==================== and_reduce_pipe
Fig. 1: and_reduce_pipe, met3 routing
Bar = 10 µm.
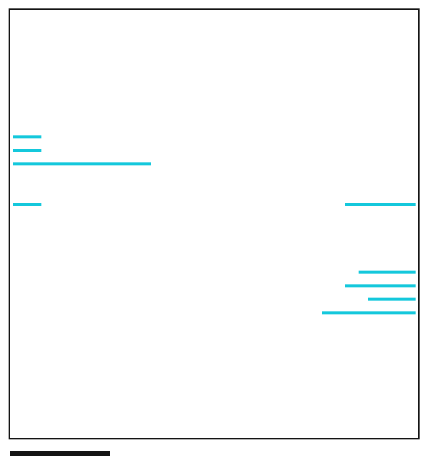

[src/rtl/and_reduce_pipe.sv]
// Pipelined N_IN-operand bitwise AND (optionally NAND) reduction tree with
// valid/ready handshaking and a side-band partial result (operand0 & operand1).
module and_reduce_pipe #(
    parameter int N_IN  = 3,
    parameter int WIDTH = 1
) (
    input  logic                    clk,
    input  logic                    rst_n,
    input  logic                    in_valid,
    output logic                    in_ready,
    input  logic [N_IN*WIDTH-1:0]   in_data,
    input  logic                    in_invert,
    output logic                    out_valid,
    input  logic                    out_ready,
    output logic [WIDTH-1:0]        out_data,
    output logic [WIDTH-1:0]        out_partial
);

    localparam int LEVELS = (N_IN <= 1) ? 1 : $clog2(N_IN);
    localparam int NPAD   = 1 << LEVELS;

    logic                adv;
    logic [WIDTH-1:0]    leaf   [NPAD];
    logic [WIDTH-1:0]    node_d [1:NPAD-1];
    logic [WIDTH-1:0]    node_q [1:NPAD-1];
    logic [WIDTH-1:0]    part_d;
    logic [WIDTH-1:0]    part_q [1:LEVELS];
    logic [LEVELS:1]     vld_q;
    logic                inv_final;

    assign adv         = !out_valid || out_ready;
    assign in_ready    = adv;
    assign out_valid   = vld_q[LEVELS];
    assign out_data    = node_q[1];
    assign out_partial = part_q[LEVELS];

    // Missing operands are padded with all-ones so they never affect the AND.
    for (genvar k = 0; k < NPAD; k++) begin : g_leaf
        if (k < N_IN) begin : g_op
            assign leaf[k] = in_data[k*WIDTH +: WIDTH];
        end else begin : g_pad
            assign leaf[k] = '1;
        end
    end

    if (N_IN == 1) begin : g_part1
        assign part_d = in_data[WIDTH-1:0];
    end else begin : g_partn
        assign part_d = in_data[WIDTH-1:0] & in_data[2*WIDTH-1:WIDTH];
    end

    // Heap-ordered tree: node i = node 2i & node 2i+1; indices >= NPAD are the
    // input leaves. Node 1 is the final rank and is the only one inverted.
    for (genvar i = 1; i < NPAD; i++) begin : g_node
        logic [WIDTH-1:0] lhs;
        logic [WIDTH-1:0] rhs;
        if (2*i >= NPAD) begin : g_from_leaf
            assign lhs = leaf[2*i-NPAD];
            assign rhs = leaf[2*i+1-NPAD];
        end else begin : g_from_node
            assign lhs = node_q[2*i];
            assign rhs = node_q[2*i+1];
        end
        if (i == 1) begin : g_root
            assign node_d[i] = (lhs & rhs) ^ {WIDTH{inv_final}};
        end else begin : g_inner
            assign node_d[i] = lhs & rhs;
        end
    end

    // Invert flag rides through ranks 1..LEVELS-1 and is consumed entering the final rank.
    if (LEVELS == 1) begin : g_inv1
        assign inv_final = in_invert;
    end else begin : g_invn
        logic [LEVELS-1:1] inv_q;
        always_ff @(posedge clk or negedge rst_n) begin
            if (!rst_n) begin
                inv_q <= '0;
            end else if (adv) begin
                inv_q[1] <= in_invert;
                for (int r = 2; r < LEVELS; r++) begin
                    inv_q[r] <= inv_q[r-1];
                end
            end
        end
        assign inv_final = inv_q[LEVELS-1];
    end

    always_ff @(posedge clk or negedge rst_n) begin
        if (!rst_n) begin
            vld_q <= '0;
            for (int i = 1; i < NPAD; i++) begin
                node_q[i] <= '0;
            end
            for (int r = 1; r <= LEVELS; r++) begin
                part_q[r] <= '0;
            end
        end else if (adv) begin
            vld_q[1]  <= in_valid;
            part_q[1] <= part_d;
            for (int r = 2; r <= LEVELS; r++) begin
                vld_q[r]  <= vld_q[r-1];
                part_q[r] <= part_q[r-1];
            end
            for (int i = 1; i < NPAD; i++) begin
                node_q[i] <= node_d[i];
            end
        end
    end

endmodule

[config.mk]
export PLATFORM = sky130hd
export DESIGN_NAME = and_reduce_pipe
export DESIGN_NICKNAME = d
export VERILOG_FILES = /design/src/rtl/and_reduce_pipe.sv
export SDC_FILE = /design/constraint.sdc
export NUM_CORES = 1
export LEC_CHECK = 0
export CORE_AREA = 2 2 39 41
export CTS_CLUSTER_SIZE = 40
export DETAILED_ROUTE_END_ITERATION = 12
export DIE_AREA = 0 0 41 43
export PLACE_DENSITY_LB_ADDON = 0.2
export SYNTH_ARGS = -nofsm -noshare
export SYNTH_HDL_FRONTEND = slang
export SYNTH_SLANG_ARGS = --single-unit
[constraint.sdc]
create_clock -name clk -period 1.2 [get_ports clk]
set_input_delay 0.36 -clock clk [delete_from_list [all_inputs] [get_ports clk]]
set_output_delay 0.36 -clock clk [all_outputs]
set_load 0.01 [all_outputs]
==================== maq_mh
### src/rtl/maq_mh.sv
// Minutes/hours stage of the digital clock: BCD time, run/set FSM, day pulse.
// Optional 12-hour display selected with `define MAQMH_12H_EN.
module maq_mh #(
    parameter int unsigned INICIO_HORA = 0,
    parameter int unsigned INICIO_MIN  = 0
) (
    input  logic       maqmh_clock,
    input  logic       maqmh_reset,
    input  logic       maqmh_incrementaminuto,
    input  logic       maqmh_modo,
    input  logic       maqmh_ajuste,
    output logic [3:0] maqmh_min_lsd,
    output logic [2:0] maqmh_min_msd,
    output logic [3:0] maqmh_hora_lsd,
    output logic [1:0] maqmh_hora_msd,
    output logic       maqmh_ajustando_hora,
    output logic       maqmh_ajustando_min,
    output logic       maqmh_zerasegundos,
    output logic       maqmh_incrementadia,
    output logic       maqmh_pm
);

    typedef enum logic [1:0] {RUN, SET_H, SET_M} state_t;

    localparam logic [3:0] MIN_LSD_RST  = 4'(INICIO_MIN % 10);
    localparam logic [2:0] MIN_MSD_RST  = 3'(INICIO_MIN / 10);
    localparam logic [3:0] HORA_LSD_RST = 4'(INICIO_HORA % 10);
    localparam logic [1:0] HORA_MSD_RST = 2'(INICIO_HORA / 10);

    state_t     state_q;
    logic       modo_prev_q, ajuste_prev_q;
    logic [3:0] min_lsd_q, min_lsd_d;
    logic [2:0] min_msd_q, min_msd_d;
    logic [3:0] hora_lsd_q, hora_lsd_d;
    logic [1:0] hora_msd_q, hora_msd_d;
    logic       zera_q;

    logic modo_edge, ajuste_edge;
    logic run_inc, set_h_inc, set_m_inc;
    logic min_wrap, hora_wrap;

    always_comb begin
        modo_edge   = maqmh_modo & ~modo_prev_q;
        ajuste_edge = maqmh_ajuste & ~ajuste_prev_q;
        run_inc     = (state_q == RUN) & maqmh_incrementaminuto;
        // a modo edge always wins over a coincident ajuste edge
        set_h_inc   = (state_q == SET_H) & ajuste_edge & ~modo_edge;
        set_m_inc   = (state_q == SET_M) & ajuste_edge & ~modo_edge;
        min_wrap    = (min_msd_q == 3'd5) & (min_lsd_q == 4'd9);
        hora_wrap   = (hora_msd_q == 2'd2) & (hora_lsd_q == 4'd3);

        min_lsd_d  = min_lsd_q;
        min_msd_d  = min_msd_q;
        hora_lsd_d = hora_lsd_q;
        hora_msd_d = hora_msd_q;

        if (run_inc || set_m_inc) begin
            if (min_lsd_q == 4'd9) begin
                min_lsd_d = '0;
                min_msd_d = (min_msd_q == 3'd5) ? '0 : min_msd_q + 3'd1;
            end else begin
                min_lsd_d = min_lsd_q + 4'd1;
            end
        end

        if ((run_inc && min_wrap) || set_h_inc) begin
            if (hora_wrap) begin
                hora_lsd_d = '0;
                hora_msd_d = '0;
            end else if (hora_lsd_q == 4'd9) begin
                hora_lsd_d = '0;
                hora_msd_d = hora_msd_q + 2'd1;
            end else begin
                hora_lsd_d = hora_lsd_q + 4'd1;
            end
        end
    end

    always_ff @(posedge maqmh_clock or negedge maqmh_reset) begin
        if (!maqmh_reset) begin
            state_q       <= RUN;
            modo_prev_q   <= 1'b0;
            ajuste_prev_q <= 1'b0;
            min_lsd_q     <= MIN_LSD_RST;
            min_msd_q     <= MIN_MSD_RST;
            hora_lsd_q    <= HORA_LSD_RST;
            hora_msd_q    <= HORA_MSD_RST;
            zera_q        <= 1'b0;
        end else begin
            modo_prev_q   <= maqmh_modo;
            ajuste_prev_q <= maqmh_ajuste;
            min_lsd_q     <= min_lsd_d;
            min_msd_q     <= min_msd_d;
            hora_lsd_q    <= hora_lsd_d;
            hora_msd_q    <= hora_msd_d;
            zera_q        <= 1'b0;
            if (modo_edge) begin
                case (state_q)
                    RUN:     state_q <= SET_H;
                    SET_H:   state_q <= SET_M;
                    SET_M: begin
                        state_q <= RUN;
                        zera_q  <= 1'b1;
                    end
                    default: state_q <= RUN;
                endcase
            end
        end
    end

    assign maqmh_min_lsd        = min_lsd_q;
    assign maqmh_min_msd        = min_msd_q;
    assign maqmh_ajustando_hora = (state_q == SET_H);
    assign maqmh_ajustando_min  = (state_q == SET_M);
    assign maqmh_zerasegundos   = zera_q;
    assign maqmh_incrementadia  = run_inc & min_wrap & hora_wrap;

`ifdef MAQMH_12H_EN
    logic [4:0] hora_bin, hora_12;

    always_comb begin
        hora_bin = 5'(hora_msd_q) * 5'd10 + 5'(hora_lsd_q);
        if (hora_bin == 5'd0)
            hora_12 = 5'd12;
        else if (hora_bin > 5'd12)
            hora_12 = hora_bin - 5'd12;
        else
            hora_12 = hora_bin;
        maqmh_hora_msd = (hora_12 >= 5'd10) ? 2'd1 : 2'd0;
        maqmh_hora_lsd = (hora_12 >= 5'd10) ? 4'(hora_12 - 5'd10) : 4'(hora_12);
        maqmh_pm       = (hora_bin >= 5'd12);
    end
`else
    assign maqmh_hora_lsd = hora_lsd_q;
    assign maqmh_hora_msd = hora_msd_q;
    assign maqmh_pm       = 1'b0;
`endif

endmodule

### config.mk
export PLATFORM = sky130hd
export DESIGN_NAME = maq_mh
export DESIGN_NICKNAME = d
export VERILOG_FILES = /design/src/rtl/maq_mh.sv
export SDC_FILE = /design/constraint.sdc
export NUM_CORES = 1
export LEC_CHECK = 0
export ABC_AREA = 1
export CAP_MARGIN = 20
export CORE_ASPECT_RATIO = 2
export CORE_MARGIN = 10
export CORE_UTILIZATION = 30
export DETAILED_ROUTE_END_ITERATION = 8
export DONT_BUFFER_PORTS = 1
export GPL_ROUTABILITY_DRIVEN = 0
export MAX_ROUTING_LAYER = met4
export PLACE_DENSITY_LB_ADDON = 0.05
export SLEW_MARGIN = 20
export SYNTH_ARGS = -nofsm -noshare
export SYNTH_HDL_FRONTEND = slang
export SYNTH_SLANG_ARGS = --single-unit
### constraint.sdc
create_clock -name maqmh_clock -period 1.6 [get_ports maqmh_clock]
set_input_delay 0.32 -clock maqmh_clock [delete_from_list [all_inputs] [get_ports maqmh_clock]]
set_output_delay 0.32 -clock maqmh_clock [all_outputs]
set_load 0.005 [all_outputs]
==================== mem_arbiter
===== src/rtl/sparc_mem_pkg.sv =====
// Shared opcodes, FSM encoding and access-size helpers for the SPARC RAM arbiter.
package sparc_mem_pkg;

  localparam int unsigned OPC_W = 6;
  localparam int unsigned CNT_W = 8;

  localparam logic [OPC_W-1:0] LDSB = 6'b001001;
  localparam logic [OPC_W-1:0] LDSH = 6'b001010;
  localparam logic [OPC_W-1:0] LD   = 6'b001000;
  localparam logic [OPC_W-1:0] LDUB = 6'b000001;
  localparam logic [OPC_W-1:0] LDUH = 6'b000010;
  localparam logic [OPC_W-1:0] LDD  = 6'b000011;
  localparam logic [OPC_W-1:0] STB  = 6'b000101;
  localparam logic [OPC_W-1:0] STH  = 6'b000110;
  localparam logic [OPC_W-1:0] ST   = 6'b000100;
  localparam logic [OPC_W-1:0] STD  = 6'b000111;

  localparam logic GNT_FETCH = 1'b0;
  localparam logic GNT_DATA  = 1'b1;

  typedef enum logic [2:0] {
    S_IDLE    = 3'd0,
    S_CHECK   = 3'd1,
    S_ISSUE   = 3'd2,
    S_RELEASE = 3'd3,
    S_SECOND  = 3'd4,
    S_DONE    = 3'd5
  } state_e;

  typedef enum logic [2:0] {
    SZ_BYTE  = 3'd0,
    SZ_HALF  = 3'd1,
    SZ_WORD  = 3'd2,
    SZ_DWORD = 3'd3,
    SZ_BAD   = 3'd4
  } size_e;

  function automatic size_e op_size(input logic [OPC_W-1:0] op);
    case (op)
      LDSB, LDUB, STB: return SZ_BYTE;
      LDSH, LDUH, STH: return SZ_HALF;
      LD, ST:          return SZ_WORD;
      LDD, STD:        return SZ_DWORD;
      default:         return SZ_BAD;
    endcase
  endfunction

  // All legal store opcodes have op3[2] set; no legal load does.
  function automatic logic is_store(input logic [OPC_W-1:0] op);
    return op[2];
  endfunction

  function automatic logic misaligned(input size_e sz, input logic [2:0] a);
    case (sz)
      SZ_HALF:  return a[0];
      SZ_WORD:  return |a[1:0];
      SZ_DWORD: return |a;
      default:  return 1'b0;
    endcase
  endfunction

endpackage


===== src/rtl/mfc_sync.sv =====
// Two-flop synchronizer for the RAM's asynchronous MFC completion signal.
module mfc_sync (
  input  logic clk,
  input  logic rst_n,
  input  logic d,
  output logic q
);

  logic meta_q, meta_d;
  logic sync_q, sync_d;

  always_comb begin
    meta_d = d;
    sync_d = meta_q;
  end

  always_ff @(posedge clk) begin
    if (!rst_n) begin
      meta_q <= 1'b0;
      sync_q <= 1'b0;
    end else begin
      meta_q <= meta_d;
      sync_q <= sync_d;
    end
  end

  assign q = sync_q;

endmodule


===== src/rtl/mem_arbiter.sv =====
// Fetch/data arbiter and MFA/MFC sequencer for the 256-byte SPARC RAM.
// Define MEM_ARB_DWORD_EN to split ldd/std into two word accesses.
module mem_arbiter
  import sparc_mem_pkg::*;
#(
  parameter int unsigned ADDR_W      = 8,
  parameter int unsigned DATA_W      = 32,
  parameter int unsigned TIMEOUT_CYC = 16
) (
  input  logic                  clk,
  input  logic                  rst_n,
  input  logic                  if_req,
  input  logic [ADDR_W-1:0]     if_addr,
  output logic                  if_ack,
  output logic                  if_err,
  output logic [DATA_W-1:0]     if_rdata,
  input  logic                  d_req,
  input  logic [5:0]            d_opcode,
  input  logic [ADDR_W-1:0]     d_addr,
  input  logic [2*DATA_W-1:0]   d_wdata,
  output logic                  d_ack,
  output logic                  d_err,
  output logic [2*DATA_W-1:0]   d_rdata,
  output logic                  mem_mfa,
  output logic [5:0]            mem_opcode,
  output logic [ADDR_W-1:0]     mem_addr,
  output logic [DATA_W-1:0]     mem_wdata,
  input  logic [DATA_W-1:0]     mem_rdata,
  input  logic                  mem_mfc,
  output logic                  busy
);

  localparam logic [CNT_W-1:0] TMO_LAST = CNT_W'(TIMEOUT_CYC - 1);
`ifdef MEM_ARB_DWORD_EN
  localparam logic DWORD_OK = 1'b1;
`else
  localparam logic DWORD_OK = 1'b0;
`endif

  logic mfc_s;

  mfc_sync u_mfc_sync (
    .clk   (clk),
    .rst_n (rst_n),
    .d     (mem_mfc),
    .q     (mfc_s)
  );

  state_e                state_q, state_d;
  logic                  grant_q, grant_d;
  logic                  last_grant_q, last_grant_d;
  logic [OPC_W-1:0]      op_q, op_d;
  logic [ADDR_W-1:0]     addr_q, addr_d;
  logic [2*DATA_W-1:0]   wdata_q, wdata_d;
  logic                  dw_q, dw_d;
  logic                  half_q, half_d;
  logic                  tmo_q, tmo_d;
  logic                  err_q, err_d;
  logic [CNT_W-1:0]      cnt_q, cnt_d;
  logic [2*DATA_W-1:0]   buf_q, buf_d;
  logic                  mfa_q, mfa_d;
  logic [OPC_W-1:0]      mem_opcode_q, mem_opcode_d;
  logic [ADDR_W-1:0]     mem_addr_q, mem_addr_d;
  logic [DATA_W-1:0]     mem_wdata_q, mem_wdata_d;
  logic                  if_ack_q, if_ack_d, if_err_q, if_err_d;
  logic                  d_ack_q, d_ack_d, d_err_q, d_err_d;
  logic [DATA_W-1:0]     if_rdata_q, if_rdata_d;
  logic [2*DATA_W-1:0]   d_rdata_q, d_rdata_d;
  logic                  busy_q, busy_d;
  size_e                 sz_c;

  assign sz_c = op_size(op_q);

  always_comb begin
    state_d      = state_q;
    grant_d      = grant_q;
    last_grant_d = last_grant_q;
    op_d         = op_q;
    addr_d       = addr_q;
    wdata_d      = wdata_q;
    dw_d         = dw_q;
    half_d       = half_q;
    tmo_d        = tmo_q;
    err_d        = err_q;
    cnt_d        = cnt_q;
    buf_d        = buf_q;
    mfa_d        = mfa_q;
    mem_opcode_d = mem_opcode_q;
    mem_addr_d   = mem_addr_q;
    mem_wdata_d  = mem_wdata_q;
    if_ack_d     = 1'b0;
    if_err_d     = 1'b0;
    d_ack_d      = 1'b0;
    d_err_d      = 1'b0;
    if_rdata_d   = if_rdata_q;
    d_rdata_d    = d_rdata_q;

    case (state_q)
      S_IDLE: begin
        if (if_req || d_req) begin
          // On conflict the port not served last wins.
          grant_d = (if_req && d_req) ? ~last_grant_q : (d_req ? GNT_DATA : GNT_FETCH);
          if (grant_d == GNT_DATA) begin
            op_d    = d_opcode;
            addr_d  = d_addr;
            wdata_d = d_wdata;
          end else begin
            op_d    = LD;
            addr_d  = if_addr;
            wdata_d = '0;
          end
          dw_d    = 1'b0;
          half_d  = 1'b0;
          tmo_d   = 1'b0;
          err_d   = 1'b0;
          cnt_d   = '0;
          state_d = S_CHECK;
        end
      end
      S_CHECK: begin
        if (sz_c == SZ_BAD || (sz_c == SZ_DWORD && !DWORD_OK) || misaligned(sz_c, addr_q[2:0])) begin
          err_d   = 1'b1;
          state_d = S_DONE;
        end else begin
          dw_d         = (sz_c == SZ_DWORD);
          mfa_d        = 1'b1;
          mem_addr_d   = addr_q;
          mem_opcode_d = dw_d ? (is_store(op_q) ? ST : LD) : op_q;
          mem_wdata_d  = dw_d ? wdata_q[2*DATA_W-1:DATA_W] : wdata_q[DATA_W-1:0];
          state_d      = S_ISSUE;
        end
      end
`ifdef MEM_ARB_DWORD_EN
      S_ISSUE, S_SECOND: begin
`else
      S_ISSUE: begin
`endif
        if (mfc_s) begin
          if (!is_store(op_q)) begin
            if (!dw_q)       buf_d = {{DATA_W{1'b0}}, mem_rdata};
            else if (half_q) buf_d[DATA_W-1:0] = mem_rdata;
            else             buf_d[2*DATA_W-1:DATA_W] = mem_rdata;
          end
          mfa_d   = 1'b0;
          cnt_d   = '0;
          state_d = S_RELEASE;
        end else if (cnt_q == TMO_LAST) begin
          mfa_d   = 1'b0;
          tmo_d   = 1'b1;
          cnt_d   = '0;
          state_d = S_RELEASE;
        end else begin
          cnt_d = cnt_q + CNT_W'(1);
        end
      end
      S_RELEASE: begin
        // After a timeout, give MFC a full window to settle before reporting.
        if (tmo_q || mfc_s) begin
          if (cnt_q == TMO_LAST) begin
            err_d   = 1'b1;
            state_d = S_DONE;
          end else begin
            cnt_d = cnt_q + CNT_W'(1);
          end
        end else begin
          cnt_d   = '0;
          state_d = S_DONE;
`ifdef MEM_ARB_DWORD_EN
          if (dw_q && !half_q) begin
            half_d      = 1'b1;
            mfa_d       = 1'b1;
            mem_addr_d  = addr_q + ADDR_W'(4);
            mem_wdata_d = wdata_q[DATA_W-1:0];
            state_d     = S_SECOND;
          end
`endif
        end
      end
      S_DONE: begin
        last_grant_d = grant_q;
        state_d      = S_IDLE;
      end
      default: state_d = S_IDLE;
    endcase

    // Completion pulse and load-data commit happen on entry to DONE.
    if (state_d == S_DONE) begin
      if_ack_d = (grant_q == GNT_FETCH);
      d_ack_d  = (grant_q == GNT_DATA);
      if_err_d = (grant_q == GNT_FETCH) && err_d;
      d_err_d  = (grant_q == GNT_DATA) && err_d;
      if (!err_d && !is_store(op_q)) begin
        if (grant_q == GNT_DATA) d_rdata_d  = buf_q;
        else                     if_rdata_d = buf_q[DATA_W-1:0];
      end
    end

    busy_d = (state_d != S_IDLE);
  end

  always_ff @(posedge clk) begin
    if (!rst_n) begin
      state_q      <= S_IDLE;
      grant_q      <= GNT_FETCH;
      last_grant_q <= GNT_FETCH;
      op_q         <= '0;
      addr_q       <= '0;
      wdata_q      <= '0;
      dw_q         <= 1'b0;
      half_q       <= 1'b0;
      tmo_q        <= 1'b0;
      err_q        <= 1'b0;
      cnt_q        <= '0;
      buf_q        <= '0;
      mfa_q        <= 1'b0;
      mem_opcode_q <= '0;
      mem_addr_q   <= '0;
      mem_wdata_q  <= '0;
      if_ack_q     <= 1'b0;
      if_err_q     <= 1'b0;
      d_ack_q      <= 1'b0;
      d_err_q      <= 1'b0;
      if_rdata_q   <= '0;
      d_rdata_q    <= '0;
      busy_q       <= 1'b0;
    end else begin
      state_q      <= state_d;
      grant_q      <= grant_d;
      last_grant_q <= last_grant_d;
      op_q         <= op_d;
      addr_q       <= addr_d;
      wdata_q      <= wdata_d;
      dw_q         <= dw_d;
      half_q       <= half_d;
      tmo_q        <= tmo_d;
      err_q        <= err_d;
      cnt_q        <= cnt_d;
      buf_q        <= buf_d;
      mfa_q        <= mfa_d;
      mem_opcode_q <= mem_opcode_d;
      mem_addr_q   <= mem_addr_d;
      mem_wdata_q  <= mem_wdata_d;
      if_ack_q     <= if_ack_d;
      if_err_q     <= if_err_d;
      d_ack_q      <= d_ack_d;
      d_err_q      <= d_err_d;
      if_rdata_q   <= if_rdata_d;
      d_rdata_q    <= d_rdata_d;
      busy_q       <= busy_d;
    end
  end

  assign if_ack     = if_ack_q;
  assign if_err     = if_err_q;
  assign if_rdata   = if_rdata_q;
  assign d_ack      = d_ack_q;
  assign d_err      = d_err_q;
  assign d_rdata    = d_rdata_q;
  assign mem_mfa    = mfa_q;
  assign mem_opcode = mem_opcode_q;
  assign mem_addr   = mem_addr_q;
  assign mem_wdata  = mem_wdata_q;
  assign busy       = busy_q;

endmodule


===== config.mk =====
export PLATFORM = sky130hd
export DESIGN_NAME = mem_arbiter
export DESIGN_NICKNAME = d
export VERILOG_FILES = /design/src/rtl/sparc_mem_pkg.sv /design/src/rtl/mfc_sync.sv /design/src/rtl/mem_arbiter.sv
export SDC_FILE = /design/constraint.sdc
export NUM_CORES = 1
export LEC_CHECK = 0
export CORE_UTILIZATION = 35
export DETAILED_ROUTE_END_ITERATION = 8
export HOLD_SLACK_MARGIN = 0.05
export PLACE_DENSITY = 0.72
export SYNTH_ARGS = -nofsm -noshare
export SYNTH_HDL_FRONTEND = slang
export SYNTH_SLANG_ARGS = --single-unit

===== constraint.sdc =====
create_clock -name clk -period 3.84 [get_ports clk]
set_input_delay 0.768 -clock clk [delete_from_list [all_inputs] [get_ports clk]]
set_output_delay 0.768 -clock clk [all_outputs]
set_load 0.03 [all_outputs]

==================== prog_loader
## config.mk

```make
export PLATFORM = sky130hd
export DESIGN_NAME = prog_loader
export DESIGN_NICKNAME = d
export VERILOG_FILES = /design/src/rtl/prog_loader_pkg.sv /design/src/rtl/prog_ram.sv /design/src/rtl/prog_loader.sv
export SDC_FILE = /design/constraint.sdc
export NUM_CORES = 1
export LEC_CHECK = 0
export CORE_MARGIN = 8
export CORE_UTILIZATION = 30
export DETAILED_ROUTE_END_ITERATION = 8
export PLACE_DENSITY = 0.51
export SYNTH_ARGS = -nofsm -noshare
export SYNTH_HDL_FRONTEND = slang
export SYNTH_SLANG_ARGS = --single-unit
```

## constraint.sdc

```tcl
create_clock -name clock -period 3.14 [get_ports clock]
set_input_delay 0.628 -clock clock [delete_from_list [all_inputs] [get_ports clock]]
set_output_delay 0.628 -clock clock [all_outputs]
set_load 0.01 [all_outputs]
```

## src/rtl/prog_loader_pkg.sv

```systemverilog
// Shared types and constants for the program-memory loader slice.
package prog_loader_pkg;

   localparam int DEPTH     = 16;
   localparam int BANKS     = 2;
   localparam int WORD_W    = 8;
   localparam int CKSUM_LEN = 1;

   typedef logic [WORD_W-1:0] word_t;

   typedef struct packed {
      logic [0:0] mode;
      logic [3:0] addr;
   } virt_addr_t;

   typedef struct packed {
      virt_addr_t virt_addr;
   } addr_t;

   typedef struct packed {
      logic [3:0] opcode;
      logic [3:0] imm;
   } instruction_t;

   typedef struct packed {
      instruction_t instruction;
   } data_t;

   typedef enum logic [1:0] {
      IDLE  = 2'd0,
      LOAD  = 2'd1,
      CHECK = 2'd2
   } loader_state_e;

   // Split a raw instruction byte into opcode / immediate fields.
   function automatic data_t word_to_data(input word_t w);
      data_t d;
      d.instruction.opcode = w[7:4];
      d.instruction.imm    = w[3:0];
      return d;
   endfunction

   // A load is good when the running sum plus the checksum byte wraps to zero.
   function automatic logic cksum_ok(input word_t acc, input word_t c);
      word_t total;
      total = acc + c;
      return (total == 8'h00);
   endfunction

endpackage

```

## src/rtl/prog_ram.sv

```systemverilog
// Two-bank instruction store: synchronous write, asynchronous read.
module prog_ram
   import prog_loader_pkg::*;
(
   input  logic       clock,
   input  logic       we,
   input  logic [0:0] wr_bank,
   input  logic [3:0] wr_addr,
   input  word_t      wr_word,
   input  logic [0:0] rd_bank,
   input  logic [3:0] rd_addr,
   output word_t      rd_word
);

   word_t mem_r [BANKS][DEPTH];

   // Write port; contents are deliberately not reset.
   always_ff @(posedge clock) begin
      if (we) begin
         mem_r[wr_bank][wr_addr] <= wr_word;
      end
   end

   assign rd_word = mem_r[rd_bank][rd_addr];

endmodule

```

## src/rtl/prog_loader.sv

```systemverilog
// Program-memory stage: serves fetches and loads a bank from a checksummed byte stream.
module prog_loader
   import prog_loader_pkg::*;
(
   input  logic       clock,
   input  logic       reset,
   input  addr_t      addr,
   output data_t      data,
   input  logic       load_start,
   input  logic       load_bank,
   input  logic       wr_valid,
   input  logic [7:0] wr_data,
   output logic       wr_ready,
   output logic       cpu_hold,
   output logic       load_done,
   output logic       load_err,
   output logic [4:0] load_count
);

   loader_state_e    state_r;
   loader_state_e    state_n_s;
   logic [0:0]       bank_r;
   logic [BANKS-1:0] bank_valid_r;
   logic [4:0]       load_count_r;
   word_t            cksum_r;
   logic             load_done_r;
   logic             load_err_r;
   logic             wr_ready_r;
   logic             cpu_hold_r;
   logic             accept_s;
   logic             ram_we_s;
   word_t            rd_word_s;
   data_t            fetch_s;

   // A restart pulse takes priority over any byte presented in the same cycle.
   assign accept_s = wr_valid && wr_ready_r && !load_start;
   assign ram_we_s = accept_s && (state_r == LOAD);

   prog_ram u_ram (
      .clock   (clock),
      .we      (ram_we_s),
      .wr_bank (bank_r),
      .wr_addr (load_count_r[3:0]),
      .wr_word (wr_data),
      .rd_bank (addr.virt_addr.mode),
      .rd_addr (addr.virt_addr.addr),
      .rd_word (rd_word_s)
   );

   // Next-state decode for the loader FSM.
   always_comb begin
      state_n_s = state_r;
      case (state_r)
         IDLE: begin
            if (load_start) begin
               state_n_s = LOAD;
            end else begin
               state_n_s = IDLE;
            end
         end
         LOAD: begin
            if (load_start) begin
               state_n_s = LOAD;
            end else if (accept_s && (load_count_r == 5'(DEPTH - 1))) begin
               state_n_s = CHECK;
            end else begin
               state_n_s = LOAD;
            end
         end
         CHECK: begin
            if (load_start) begin
               state_n_s = LOAD;
            end else if (accept_s) begin
               state_n_s = IDLE;
            end else begin
               state_n_s = CHECK;
            end
         end
         default: begin
            state_n_s = IDLE;
         end
      endcase
   end

   // State register plus handshake/hold outputs registered from the next state.
   always_ff @(posedge clock) begin
      if (reset) begin
         state_r    <= IDLE;
         wr_ready_r <= 1'b0;
         cpu_hold_r <= 1'b0;
      end else begin
         state_r    <= state_n_s;
         wr_ready_r <= (state_n_s != IDLE);
         cpu_hold_r <= (state_n_s != IDLE);
      end
   end

   // Load bookkeeping: target bank, valid bits, byte count, checksum and status.
   always_ff @(posedge clock) begin
      if (reset) begin
         bank_r       <= 1'b0;
         bank_valid_r <= '0;
         load_count_r <= 5'd0;
         cksum_r      <= 8'h00;
         load_done_r  <= 1'b0;
         load_err_r   <= 1'b0;
      end else begin
         load_done_r <= 1'b0;
         if (load_start) begin
            bank_r                  <= load_bank;
            bank_valid_r[load_bank] <= 1'b0;
            load_err_r              <= 1'b0;
            load_count_r            <= 5'd0;
            cksum_r                 <= 8'h00;
         end else if (accept_s && (state_r == LOAD)) begin
            cksum_r      <= cksum_r + wr_data;
            load_count_r <= load_count_r + 5'd1;
         end else if (accept_s && (state_r == CHECK)) begin
            load_count_r <= 5'(DEPTH + CKSUM_LEN);
            if (cksum_ok(cksum_r, wr_data)) begin
               bank_valid_r[bank_r] <= 1'b1;
               load_done_r          <= 1'b1;
            end else begin
               load_err_r <= 1'b1;
            end
         end
      end
   end

   // Fetch path: an invalid bank returns a harmless no-op instruction.
   always_comb begin
      fetch_s = word_to_data(8'h00);
      if (bank_valid_r[addr.virt_addr.mode]) begin
         fetch_s = word_to_data(rd_word_s);
      end else begin
         fetch_s = word_to_data(8'h00);
      end
   end

   assign data       = fetch_s;
   assign wr_ready   = wr_ready_r;
   assign cpu_hold   = cpu_hold_r;
   assign load_done  = load_done_r;
   assign load_err   = load_err_r;
   assign load_count = load_count_r;

endmodule

```


==> gallery <==
Congestion heat map.
image #1
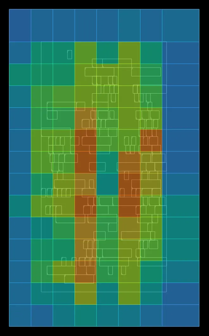
image #2
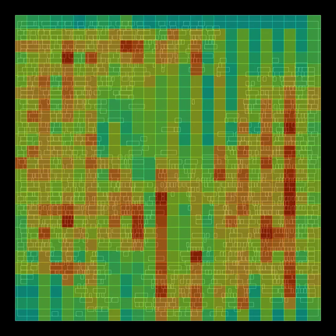
image #3
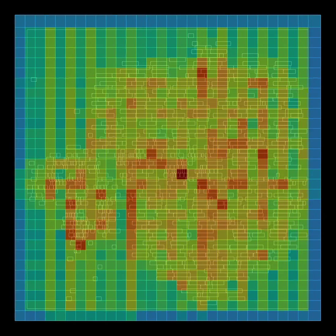
image #4
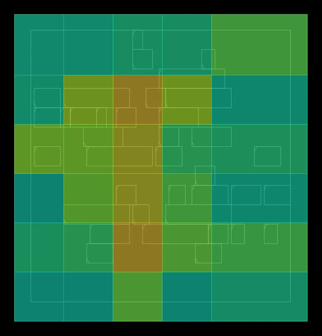
For prog_loader, see image #3.
For and_reduce_pipe, see image #4.
For maq_mh, see image #1.
For mem_arbiter, see image #2.
- highest utilization: image #2
- most wire per cell: image #3

Fig. 2: mem_arbiter, ports around the boundary
Pins as bars across the die edge, other pins in gray.
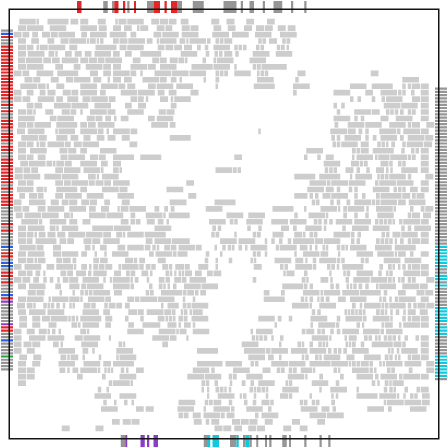
legend:
  blue:
    port: d_opcode
    pins: 6
    direction: input
    edge: left
  purple:
    port: mem_addr
    pins: 8
    direction: output
    edge: 6 bottom, 2 left
  green:
    port: clk
    pins: 1
    direction: input
    edge: left
  red:
    port: d_wdata
    pins: 64
    direction: input
    edge: 51 left, 13 top
  cyan:
    port: mem_rdata
    pins: 32
    direction: input
    edge: 25 right, 7 bottom
all pins by edge: 106 left, 91 right, 43 top, 31 bottom
count of buffers inserted at the top-level ports: 270
die span in x: 180 µm
Die Y: 180 µm

Fig. 3: mem_arbiter, sequential cells grouped by signal name
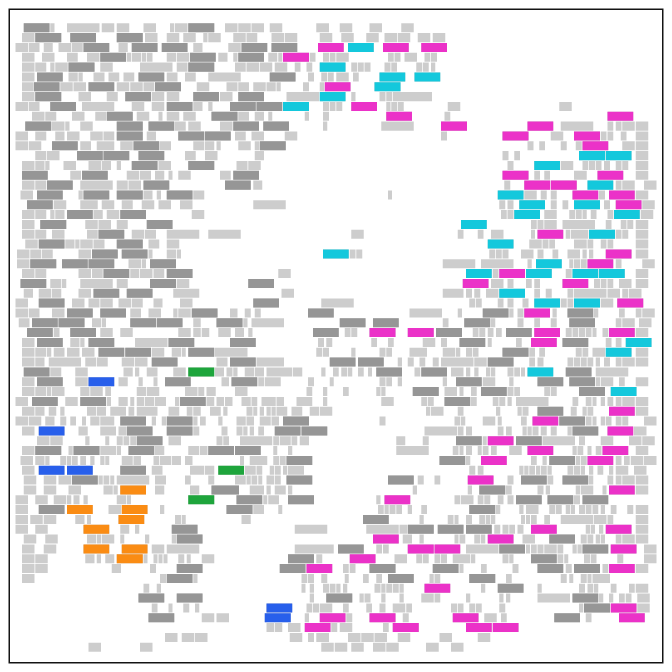
legend:
  green:
    signal: state_q
    flops: 3
  cyan:
    signal: if_rdata
    flops: 32
  orange:
    signal: addr_q
    flops: 8
    where: bottom left
  magenta:
    signal: d_rdata
    flops: 64
  blue:
    signal: mem_opcode
    flops: 6
not colored: 198
power attributed to sequential cells: 3.97 mW
FF+latch area: 6230 µm²
end-of-flow core utilization: 0.492
flop share of the area: 0.409

==> reports/summary.rpt, mem_arbiter <==
OUTCOME
--------------------------------------------------------------------------------
Outcome ........................................................... finished, final reports clean

POWER
--------------------------------------------------------------------------------
Combinational power ...............................................      2.23 mW
Overall Power .....................................................      9.50 mW
Proportion of total power due to net switching ....................        0.307
Power group with the largest share ................................    registers
Power Internal ....................................................      6.58 mW

WORST HOLD PATH
--------------------------------------------------------------------------------
Worst hold-check path type ........................................   reg -> reg

LAYOUT
--------------------------------------------------------------------------------
Layout net count ..................................................        1,559
Total of fill cells in the finished design ........................        2,892

WORST SETUP PATH
--------------------------------------------------------------------------------
Critical Path Max Stage Delay .....................................      0.49 ns
Critical Path Source Type .........................................    input pin
Top delay family on crit path ..................................... buffers and inverters
CP Depth ..........................................................            8
CP dominant cell by count ......................................... sky130_fd_sc_hd__buf_4

SYNTH
--------------------------------------------------------------------------------
Cell type with the highest aggregate area in the netlist .......... sky130_fd_sc_hd__dfxtp_1
Most instantiated flip-flop cell in the synthesis netlist ......... sky130_fd_sc_hd__dfxtp_1
Synthesized area ..................................................   11,100 µm²

GLOBAL ROUTE
--------------------------------------------------------------------------------
Met3 GRT Util .....................................................       0.0614
Number of antenna violations at the first check in global routing .            1
Residual overflow from global routing .............................            0

DRT
--------------------------------------------------------------------------------
Number of nets still failing antenna checks after routing .........            0
Met2 WL ...........................................................    14,800 µm

CLOCK NETWORK
--------------------------------------------------------------------------------
CTS tree ..........................................................         done
Clock tree buffer depth ...........................................            3
TritonCTS sink count ..............................................          311
H-Tree Level Count ................................................            2

JOB
--------------------------------------------------------------------------------
Number of logged tool warnings ....................................           32

FLOORPLAN
--------------------------------------------------------------------------------
Share of the core filled by cells before placement ................        0.360

PLACED DESIGN
--------------------------------------------------------------------------------
Area after DPL ....................................................   14,100 µm²

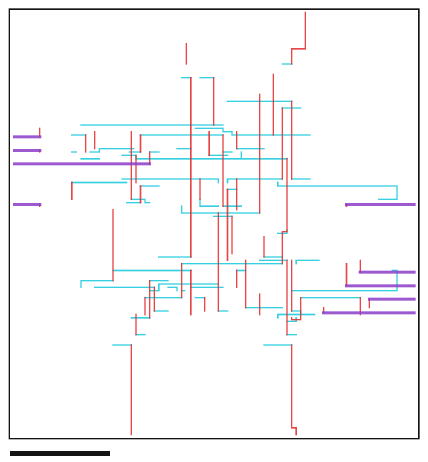
Fig. 4. Wiring by layer (and_reduce_pipe).
Bar = 10 µm.
legend:
  red:
    layer: M2
    wire_length: 211 µm
  purple:
    layer: M3
    wire_length: 53.7 µm
  cyan:
    layer: M1
    wire_length: 240 µm
average detailed-routed wire length per instance: 9.49 µm
number of vias in the routed layout: 216
global router's overall resource usage: 0.0819
sum of routed wire length over all layers: 503 µm

Fig. 5: and_reduce_pipe, clock network drawn from the DEF
Bar = 10 µm.
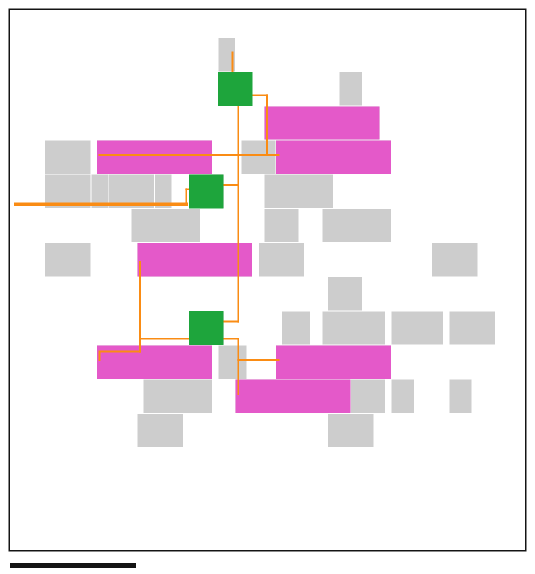
legend:
  green:
    item: clock-net drivers
    count: 3
  magenta:
    item: flip-flops
    count: 7
  orange:
    item: clock wires
    length: 88.2 µm
routed clock nets: 4
proportion of power drawn by the clock network: 0.318
Max Clock Skew: 0.00239 ns
clock network power: 0.205 mW

## Picture notes: Fig. 1
share of all routed wire: 11%
longest straight run: 13.6 µm
nets with wire on the layer: 9
met3 GRT Util: 0.0314

==> reports/summary.rpt, and_reduce_pipe <==
OUTCOME
----------------------------------------------------------------------------------
Outcome ............................................................. finished, final reports clean

LAYOUT
----------------------------------------------------------------------------------
Final design instance area without fill .............................      462 µm²
Max reg flops .......................................................            2
Multi-input comb cells ..............................................           12
Share of final-layout standard cells stronger than drive strength 1 .        0.405
Fraction of cell area in non-clock buffers ..........................        0.241
Portion of the layout cell area used by clock cells .................       0.0569
End-of-flow core utilization ........................................        0.334
Flops ...............................................................            7

FINAL TIMING
----------------------------------------------------------------------------------
Hold Worst Slack ....................................................     0.379 ns
Actual slew at the worst max-slew pin ...............................     0.327 ns
Final critical delay including setup and external delays ............      1.19 ns
Maximum frequency from static timing analysis .......................    0.843 GHz

FLOORPLAN
----------------------------------------------------------------------------------
Share of the core filled by cells before placement ..................        0.228

SYNTH
----------------------------------------------------------------------------------
Ranking of synthesized cells by instance count ...................... 7 x sky130_fd_sc_hd__dfrtp_1, 4 x sky130_fd_sc_hd__mux2_4
Post-synth area from yosys stat .....................................      315 µm²
Synthesized area ....................................................      315 µm²

DRT
----------------------------------------------------------------------------------
Number of design rule violations left after detail routing ..........            0

WORST SETUP PATH
----------------------------------------------------------------------------------
Worst Path Required .................................................      0.84 ns
Critical Path Source Type ...........................................     register

POWER
----------------------------------------------------------------------------------
Combinational power .................................................     0.146 mW

CLOCK NETWORK
----------------------------------------------------------------------------------
Clock tree buffer depth .............................................            2

Fig. 6: prog_loader, sequential cells grouped by signal name
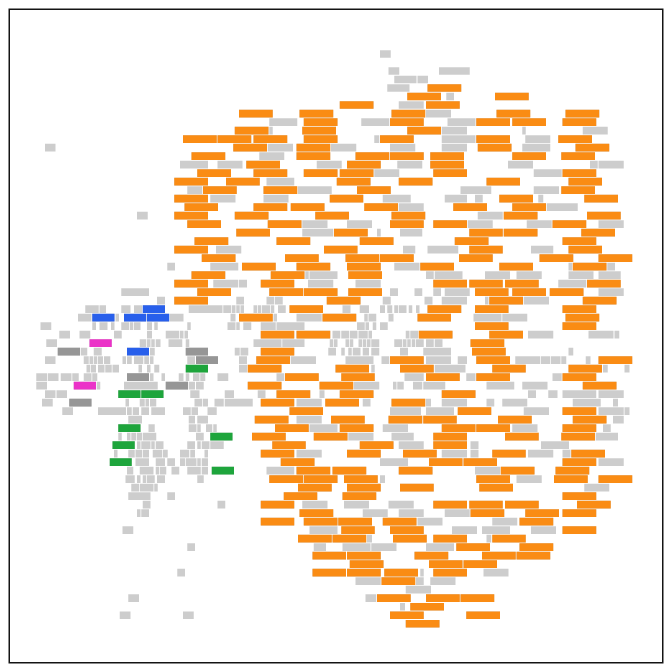
legend:
  magenta:
    signal: state_r
    flops: 2
  orange:
    signal: u_ram.mem_r
    flops: 256
  green:
    signal: cksum_r
    flops: 8
  blue:
    signal: load_count
    flops: 5
    where: left middle
not colored: 6
power attributed to sequential cells: 4.04 mW
FF+latch area: 8110 µm²
flop share of the area: 0.589

==> reports/summary.rpt, prog_loader <==
WORST HOLD PATH
------------------------------------------------------------------------
Start point of the worst hold path ........................ bank_valid_r[0]

OUTCOME
------------------------------------------------------------------------
Outcome ................................................... finished, final reports clean

CLOCK NETWORK
------------------------------------------------------------------------
Root Driver ............................................... sky130_fd_sc_hd__clkbuf_16
TritonCTS sink count ......................................          277
Clock tree buffer depth ...................................            3
CTS buffer count ..........................................           31
Quantity of gates resized following cts ...................           44
Clock latency at the later pin of the worst-skew pair .....      0.57 ns

GLOBAL ROUTE
------------------------------------------------------------------------
GR Util met2 ..............................................        0.196

WORST SETUP PATH
------------------------------------------------------------------------
Worst-path cell with the longest stage delay .............. sky130_fd_sc_hd__mux4_2
Critical path cell sequence ............................... buf_16 > buf_12 > mux4_2 > mux4_2 > a22o_1 > buf_2
Top delay family on crit path ............................. multiplexers

LAYOUT
------------------------------------------------------------------------
Fraction of cell area in non-clock buffers ................       0.0829
Most instantiated logic cells after routing ............... 256 x sky130_fd_sc_hd__edfxtp_1, 80 x sky130_fd_sc_hd__mux4_2, 63 x sky130_fd_sc_hd__buf_4

JOB
------------------------------------------------------------------------
Number of max-cap violations ..............................            0

POWER
------------------------------------------------------------------------
Overall Power .............................................      8.21 mW

FLOORPLAN
------------------------------------------------------------------------
Overall die area ..........................................   43,500 µm²
Die span in x .............................................       209 µm

FINAL TIMING
------------------------------------------------------------------------
Actual slew at the worst max-slew pin .....................     0.646 ns

DRT
------------------------------------------------------------------------
Number of nets still failing antenna checks after routing .            0
Detailed-route wire length on metal 1 .....................    12,300 µm

PLACED DESIGN
------------------------------------------------------------------------
Pre-CTS setup slack .......................................    -0.466 ns

SYNTH
------------------------------------------------------------------------
Main logic family after synthesis ......................... multiplexers
Fa+ha+maj area frac .......................................       0.0153
Post-synth area from yosys stat ...........................   11,100 µm²

Fig. 7: maq_mh, wiring by layer
Bar = 20 µm.
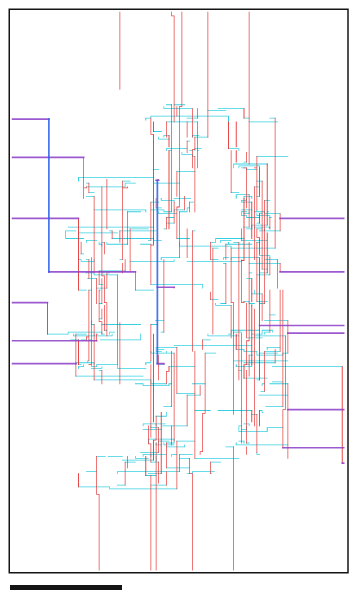
legend:
  red:
    layer: M2
    wire_length: 1,370 µm
  cyan:
    layer: M1
    wire_length: 807 µm
  blue:
    layer: M4
    wire_length: 59.8 µm
  purple:
    layer: M3
    wire_length: 151 µm
global router's overall resource usage: 0.0884
number of vias in the routed layout: 793
average detailed-routed wire length per instance: 13.9 µm
sum of routed wire length over all layers: 2390 µm

Fig. 8: maq_mh, sequential cells grouped by signal name
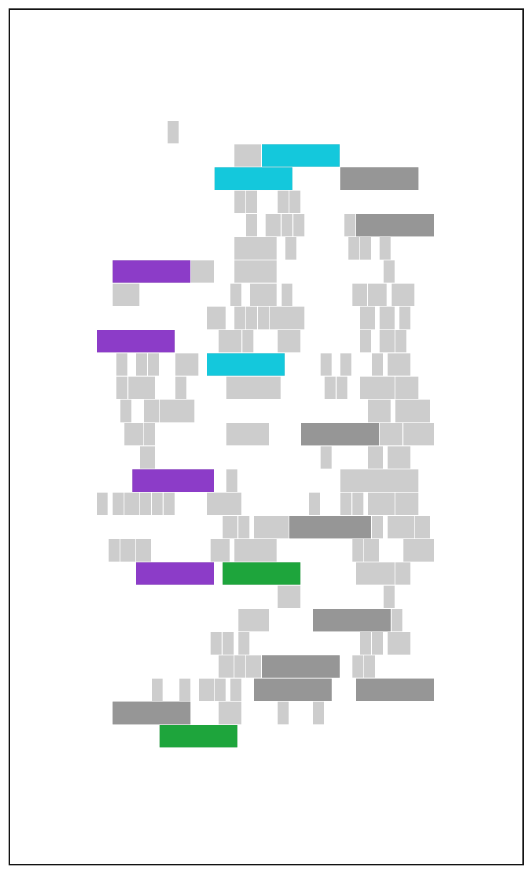
legend:
  purple:
    signal: maqmh_min_lsd
    flops: 4
  green:
    signal: state_q
    flops: 2
  cyan:
    signal: maqmh_min_msd
    flops: 3
not colored: 9
end-of-flow core utilization: 0.390
FF+latch area: 453 µm²
flop share of the area: 0.372
power attributed to sequential cells: 0.736 mW

==> reports/summary.rpt, maq_mh <==
OUTCOME
------------------------------------------------------------------------------
Outcome ......................................................... finished, final reports clean

LAYOUT
------------------------------------------------------------------------------
Total of fill cells in the finished design ......................          339
Highest-count logic cell in the final layout .................... sky130_fd_sc_hd__nand2_1
Count of antenna diodes in the layout ...........................            0
Final design instance area without fill .........................     1220 µm²

POWER
------------------------------------------------------------------------------
Combinational power .............................................     0.616 mW
Power Internal ..................................................      1.06 mW
Clock network power .............................................     0.378 mW

SYNTH
------------------------------------------------------------------------------
Number of unique standard cell types used by synthesis ..........           19
Number of nets produced by synthesis ............................          131
Total of flip-flops plus latches after synthesis ................           18
Post-synth area from yosys stat .................................      960 µm²
Mean instance size in the synthesized netlist ...................     7.74 µm²
Main logic family after synthesis ............................... simple AND/OR/NAND/NOR gates
AND-OR/OR-AND share of the synthesized area .....................       0.0391
Fa+ha+maj area frac .............................................       0.0261
Top cells by area, synth ........................................ sky130_fd_sc_hd__dfrtp_1 47%, sky130_fd_sc_hd__nand2_1 14%, sky130_fd_sc_hd__inv_1 6.6%
Gate count after technology mapping .............................          124

GLOBAL ROUTE
------------------------------------------------------------------------------
Vias in the first global route ..................................          852

WORST SETUP PATH
------------------------------------------------------------------------------
Highest fanout seen on the critical path ........................            5
Critical Path Source Type .......................................     register

PLACED DESIGN
------------------------------------------------------------------------------
Area after DPL ..................................................     1020 µm²

CLOCK NETWORK
------------------------------------------------------------------------------
Post CTS Setup Buffer Count .....................................            6
# hold bufs at CTS ..............................................            1
Quantity of gates resized following cts .........................            7

WORST HOLD PATH
------------------------------------------------------------------------------
WHS Endpoint .................................................... ajuste_prev_q

DRT
------------------------------------------------------------------------------
Met2 WL .........................................................      1370 µm

FINAL TIMING
------------------------------------------------------------------------------
Post-route fraction of the period consumed by the critical path .        0.948

FLOORPLAN
------------------------------------------------------------------------------
Count of pins on the block boundary .............................           23


==================== tlc_phase_sequencer
==> config.mk <==
export PLATFORM = sky130hd
export DESIGN_NAME = tlc_phase_sequencer
export DESIGN_NICKNAME = d
export VERILOG_FILES = /design/src/rtl/tlc_phase_sequencer.sv
export SDC_FILE = /design/constraint.sdc
export NUM_CORES = 1
export LEC_CHECK = 0
export CORE_MARGIN = 1
export CORE_UTILIZATION = 51
export CTS_CLUSTER_SIZE = 14
export DETAILED_ROUTE_END_ITERATION = 10
export PLACE_DENSITY = 0.85
export SYNTH_ARGS = -nofsm -noshare
export SYNTH_HDL_FRONTEND = slang
export SYNTH_SLANG_ARGS = --single-unit
==> constraint.sdc <==
create_clock -name clk -period 2.22 [get_ports clk]
set_clock_uncertainty 0.1 [all_clocks]
set_input_delay 0.222 -clock clk [delete_from_list [all_inputs] [get_ports clk]]
set_output_delay 0.222 -clock clk [all_outputs]
set_load 0.03 [all_outputs]
==> src/rtl/tlc_phase_sequencer.sv <==
// Timing and sensor front end for the highway/farm-way traffic light FSM.
// Optional farm-green ceiling enabled by defining TLC_SEQ_FG_MAXGREEN_EN.
module tlc_phase_sequencer #(
  parameter int CNT_W     = 8,
  parameter int GREEN_MIN = 20,
  parameter int YELLOW_T  = 4,
  parameter int GREEN_MAX = 60
) (
  input  logic             clk,
  input  logic             rstn,
  input  logic             tick,
  input  logic             car_raw,
  input  logic [1:0]       hwy,
  input  logic [1:0]       fwy,
  output logic             en,
  output logic             x,
  output logic [CNT_W-1:0] phase_cnt,
  output logic             err
);

  localparam int GMIN_I = (GREEN_MIN == 0) ? 1 : GREEN_MIN;
  localparam int YEL_I  = (YELLOW_T == 0) ? 1 : YELLOW_T;
  localparam int GMAX_I = (GREEN_MAX == 0) ? 1 : GREEN_MAX;
  localparam logic [CNT_W-1:0] GMIN_C = GMIN_I[CNT_W-1:0];
  localparam logic [CNT_W-1:0] YEL_C  = YEL_I[CNT_W-1:0];
  localparam logic [CNT_W-1:0] GMAX_C = GMAX_I[CNT_W-1:0];
`ifdef TLC_SEQ_FG_MAXGREEN_EN
  localparam logic GMAX_EN = 1'b1;
`else
  localparam logic GMAX_EN = 1'b0;
`endif

  typedef enum logic [2:0] {PH_HG, PH_HY, PH_FG, PH_FY, PH_ILL} phase_e;
  typedef enum logic {ST_RUN, ST_WAIT} state_e;

  function automatic logic [CNT_W-1:0] sat_inc(input logic [CNT_W-1:0] v);
    return (&v) ? v : v + 1'b1;
  endfunction

  logic             sync1_q, sync2_q;
  logic             req_q, req_d;
  state_e           state_q, state_d;
  phase_e           phase_q, phase_d;
  phase_e           phase;
  logic             chk_q, chk_d;
  logic             en_q, en_d;
  logic             x_q, x_d;
  logic             err_q, err_d;
  logic [CNT_W-1:0] cnt_q, cnt_d, cnt_n;
  logic             car_s, expire;

  assign car_s = sync2_q;

  always_comb begin
    case ({hwy, fwy})
      4'b1001: phase = PH_HG;
      4'b0001: phase = PH_HY;
      4'b0110: phase = PH_FG;
      4'b0100: phase = PH_FY;
      default: phase = PH_ILL;
    endcase
  end

  always_comb begin
    cnt_n  = sat_inc(cnt_q);
    expire = 1'b0;
    case (phase)
      PH_HG:        expire = (cnt_n >= GMIN_C) && req_q;
      PH_HY, PH_FY: expire = (cnt_n >= YEL_C);
      PH_FG:        expire = ((cnt_n >= GMIN_C) && !car_s) || (GMAX_EN && (cnt_n >= GMAX_C));
      default:      expire = 1'b0;
    endcase
  end

  // The FSM only shows its new phase the cycle after WAIT, so the
  // did-it-advance check is deferred to that cycle via chk_q.
  always_comb begin
    state_d = state_q;
    phase_d = phase_q;
    chk_d   = 1'b0;
    en_d    = 1'b0;
    cnt_d   = cnt_q;
    err_d   = err_q;
    case (state_q)
      ST_RUN: begin
        if (tick) begin
          if (expire) begin
            en_d    = 1'b1;
            cnt_d   = '0;
            phase_d = phase;
            state_d = ST_WAIT;
          end else begin
            cnt_d = cnt_n;
          end
        end
      end
      ST_WAIT: begin
        state_d = ST_RUN;
        chk_d   = 1'b1;
      end
      default: state_d = ST_RUN;
    endcase
    if (chk_q && (phase == phase_q)) err_d = 1'b1;
    if (phase == PH_ILL) err_d = 1'b1;
  end

  always_comb begin
    req_d = (phase == PH_FG) ? 1'b0 : (req_q | car_s);
    case (phase)
      PH_HG, PH_HY: x_d = req_q;
      PH_FG:        x_d = !en_d;
      default:      x_d = 1'b0;
    endcase
  end

  always_ff @(posedge clk or negedge rstn) begin
    if (!rstn) begin
      sync1_q <= 1'b0;
      sync2_q <= 1'b0;
      req_q   <= 1'b0;
      state_q <= ST_RUN;
      phase_q <= PH_HG;
      chk_q   <= 1'b0;
      en_q    <= 1'b0;
      x_q     <= 1'b0;
      err_q   <= 1'b0;
      cnt_q   <= '0;
    end else begin
      sync1_q <= car_raw;
      sync2_q <= sync1_q;
      req_q   <= req_d;
      state_q <= state_d;
      phase_q <= phase_d;
      chk_q   <= chk_d;
      en_q    <= en_d;
      x_q     <= x_d;
      err_q   <= err_d;
      cnt_q   <= cnt_d;
    end
  end

  assign en        = en_q;
  assign x         = x_q;
  assign phase_cnt = cnt_q;
  assign err       = err_q;

endmodule
Fig. 9: tlc_phase_sequencer, ports around the boundary
Pins as bars across the die edge, other pins in gray.
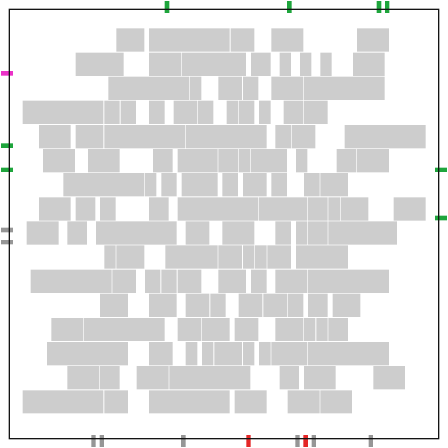
legend:
  green:
    port: phase_cnt
    pins: 8
    direction: output
    edge: 4 top, 2 left, 2 right
  red:
    port: fwy
    pins: 2
    direction: input
    edge: bottom
  magenta:
    port: clk
    pins: 1
    direction: input
    edge: left
all pins by edge: 8 bottom, 5 left, 4 top, 2 right
die span in x: 48.3 µm
Die Y: 48.3 µm
count of buffers inserted at the top-level ports: 18

==> reports/summary.rpt <==
OUTCOME
----------------------------------------------------------------------------------
Outcome ............................................................. finished, final reports clean

SYNTH
----------------------------------------------------------------------------------
Number of flops mapped to enable cells by yosys .....................            0
Cell type with the highest aggregate area in the netlist ............ sky130_fd_sc_hd__dfrtp_1
Synthesized area ....................................................     1090 µm²
Sequential area share after synthesis ...............................        0.412
Mean instance size in the synthesized netlist .......................     9.93 µm²

DRT
----------------------------------------------------------------------------------
Uppermost signal routing layer after detailed routing ...............         met4
Initial DRC count ...................................................           13
Number of design rule violations left after detail routing ..........            0

PLACED DESIGN
----------------------------------------------------------------------------------
Routability cong. ...................................................        0.896
Area after DPL ......................................................     1290 µm²

LAYOUT
----------------------------------------------------------------------------------
Total of fill cells in the finished design ..........................          162
Synth-to-layout area growth .........................................        23.4%
Most instantiated logic cells after routing ......................... 18 x sky130_fd_sc_hd__dfrtp_1, 18 x sky130_fd_sc_hd__clkdlybuf4s50_1, 12 x sky130_fd_sc_hd__nor2_1
Count of antenna diodes in the layout ...............................            0
Share of final-layout standard cells stronger than drive strength 1 .        0.159

FINAL TIMING
----------------------------------------------------------------------------------
Unrepaired setup endpoints after global routing .....................        false
Maximum frequency from static timing analysis .......................    0.483 GHz
Final worst setup slack .............................................     0.151 ns

WORST SETUP PATH
----------------------------------------------------------------------------------
Worst Path Required .................................................      2.33 ns
RR Startpoint ....................................................... phase_cnt[0]

POWER
----------------------------------------------------------------------------------
Power group with the largest share .................................. combinational cells
Clock network power .................................................     0.168 mW
Leakage dissipation .................................................     0.526 nW

GLOBAL ROUTE
----------------------------------------------------------------------------------
GR Util met2 ........................................................        0.336

CLOCK NETWORK
----------------------------------------------------------------------------------
Clock latency at the later pin of the worst-skew pair ...............      0.30 ns

FLOORPLAN
----------------------------------------------------------------------------------
Core Box Area .......................................................     1980 µm²

Fig. 10: tlc_phase_sequencer, wiring by layer
Bar = 10 µm.
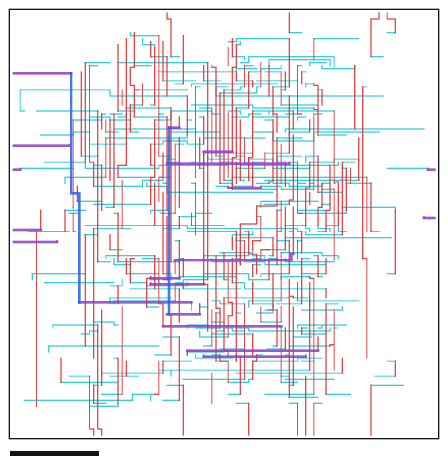
legend:
  red:
    layer: M2
    wire_length: 1,130 µm
  purple:
    layer: M3
    wire_length: 124 µm
  cyan:
    layer: M1
    wire_length: 1,120 µm
  blue:
    layer: M4
    wire_length: 47.8 µm
sum of routed wire length over all layers: 2420 µm
average detailed-routed wire length per instance: 15.2 µm
number of vias in the routed layout: 958
global router's overall resource usage: 0.246



==> layout pictures side by side <==
Ports around the boundary.
Pins as bars across the die edge, other pins in gray.
shot_01.png
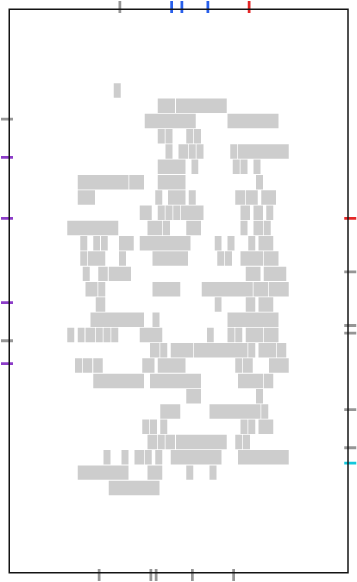
shot_02.png
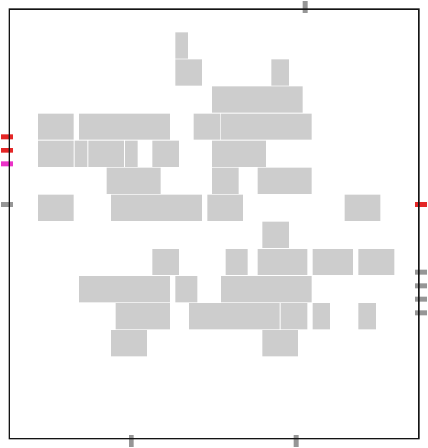
shot_03.png
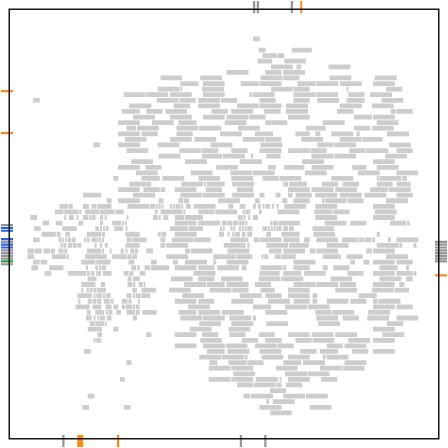
Of these, most pins: shot_03.png
Of these, fewest pins: shot_02.png
shot_02.png is and_reduce_pipe.
shot_03.png is prog_loader.
shot_01.png is maq_mh.

Key to shot_03.png:
legend:
  green:
    port: reset
    pins: 1
    direction: input
    edge: left
  blue:
    port: load_count
    pins: 5
    direction: output
    edge: left
  orange:
    port: wr_data
    pins: 8
    direction: input
    edge: 4 bottom, 2 left, 1 right, 1 top
all pins by edge: 15 left, 9 right, 7 bottom, 4 top

Power figures rest on the tool's default switching activity, not on a simulated workload.
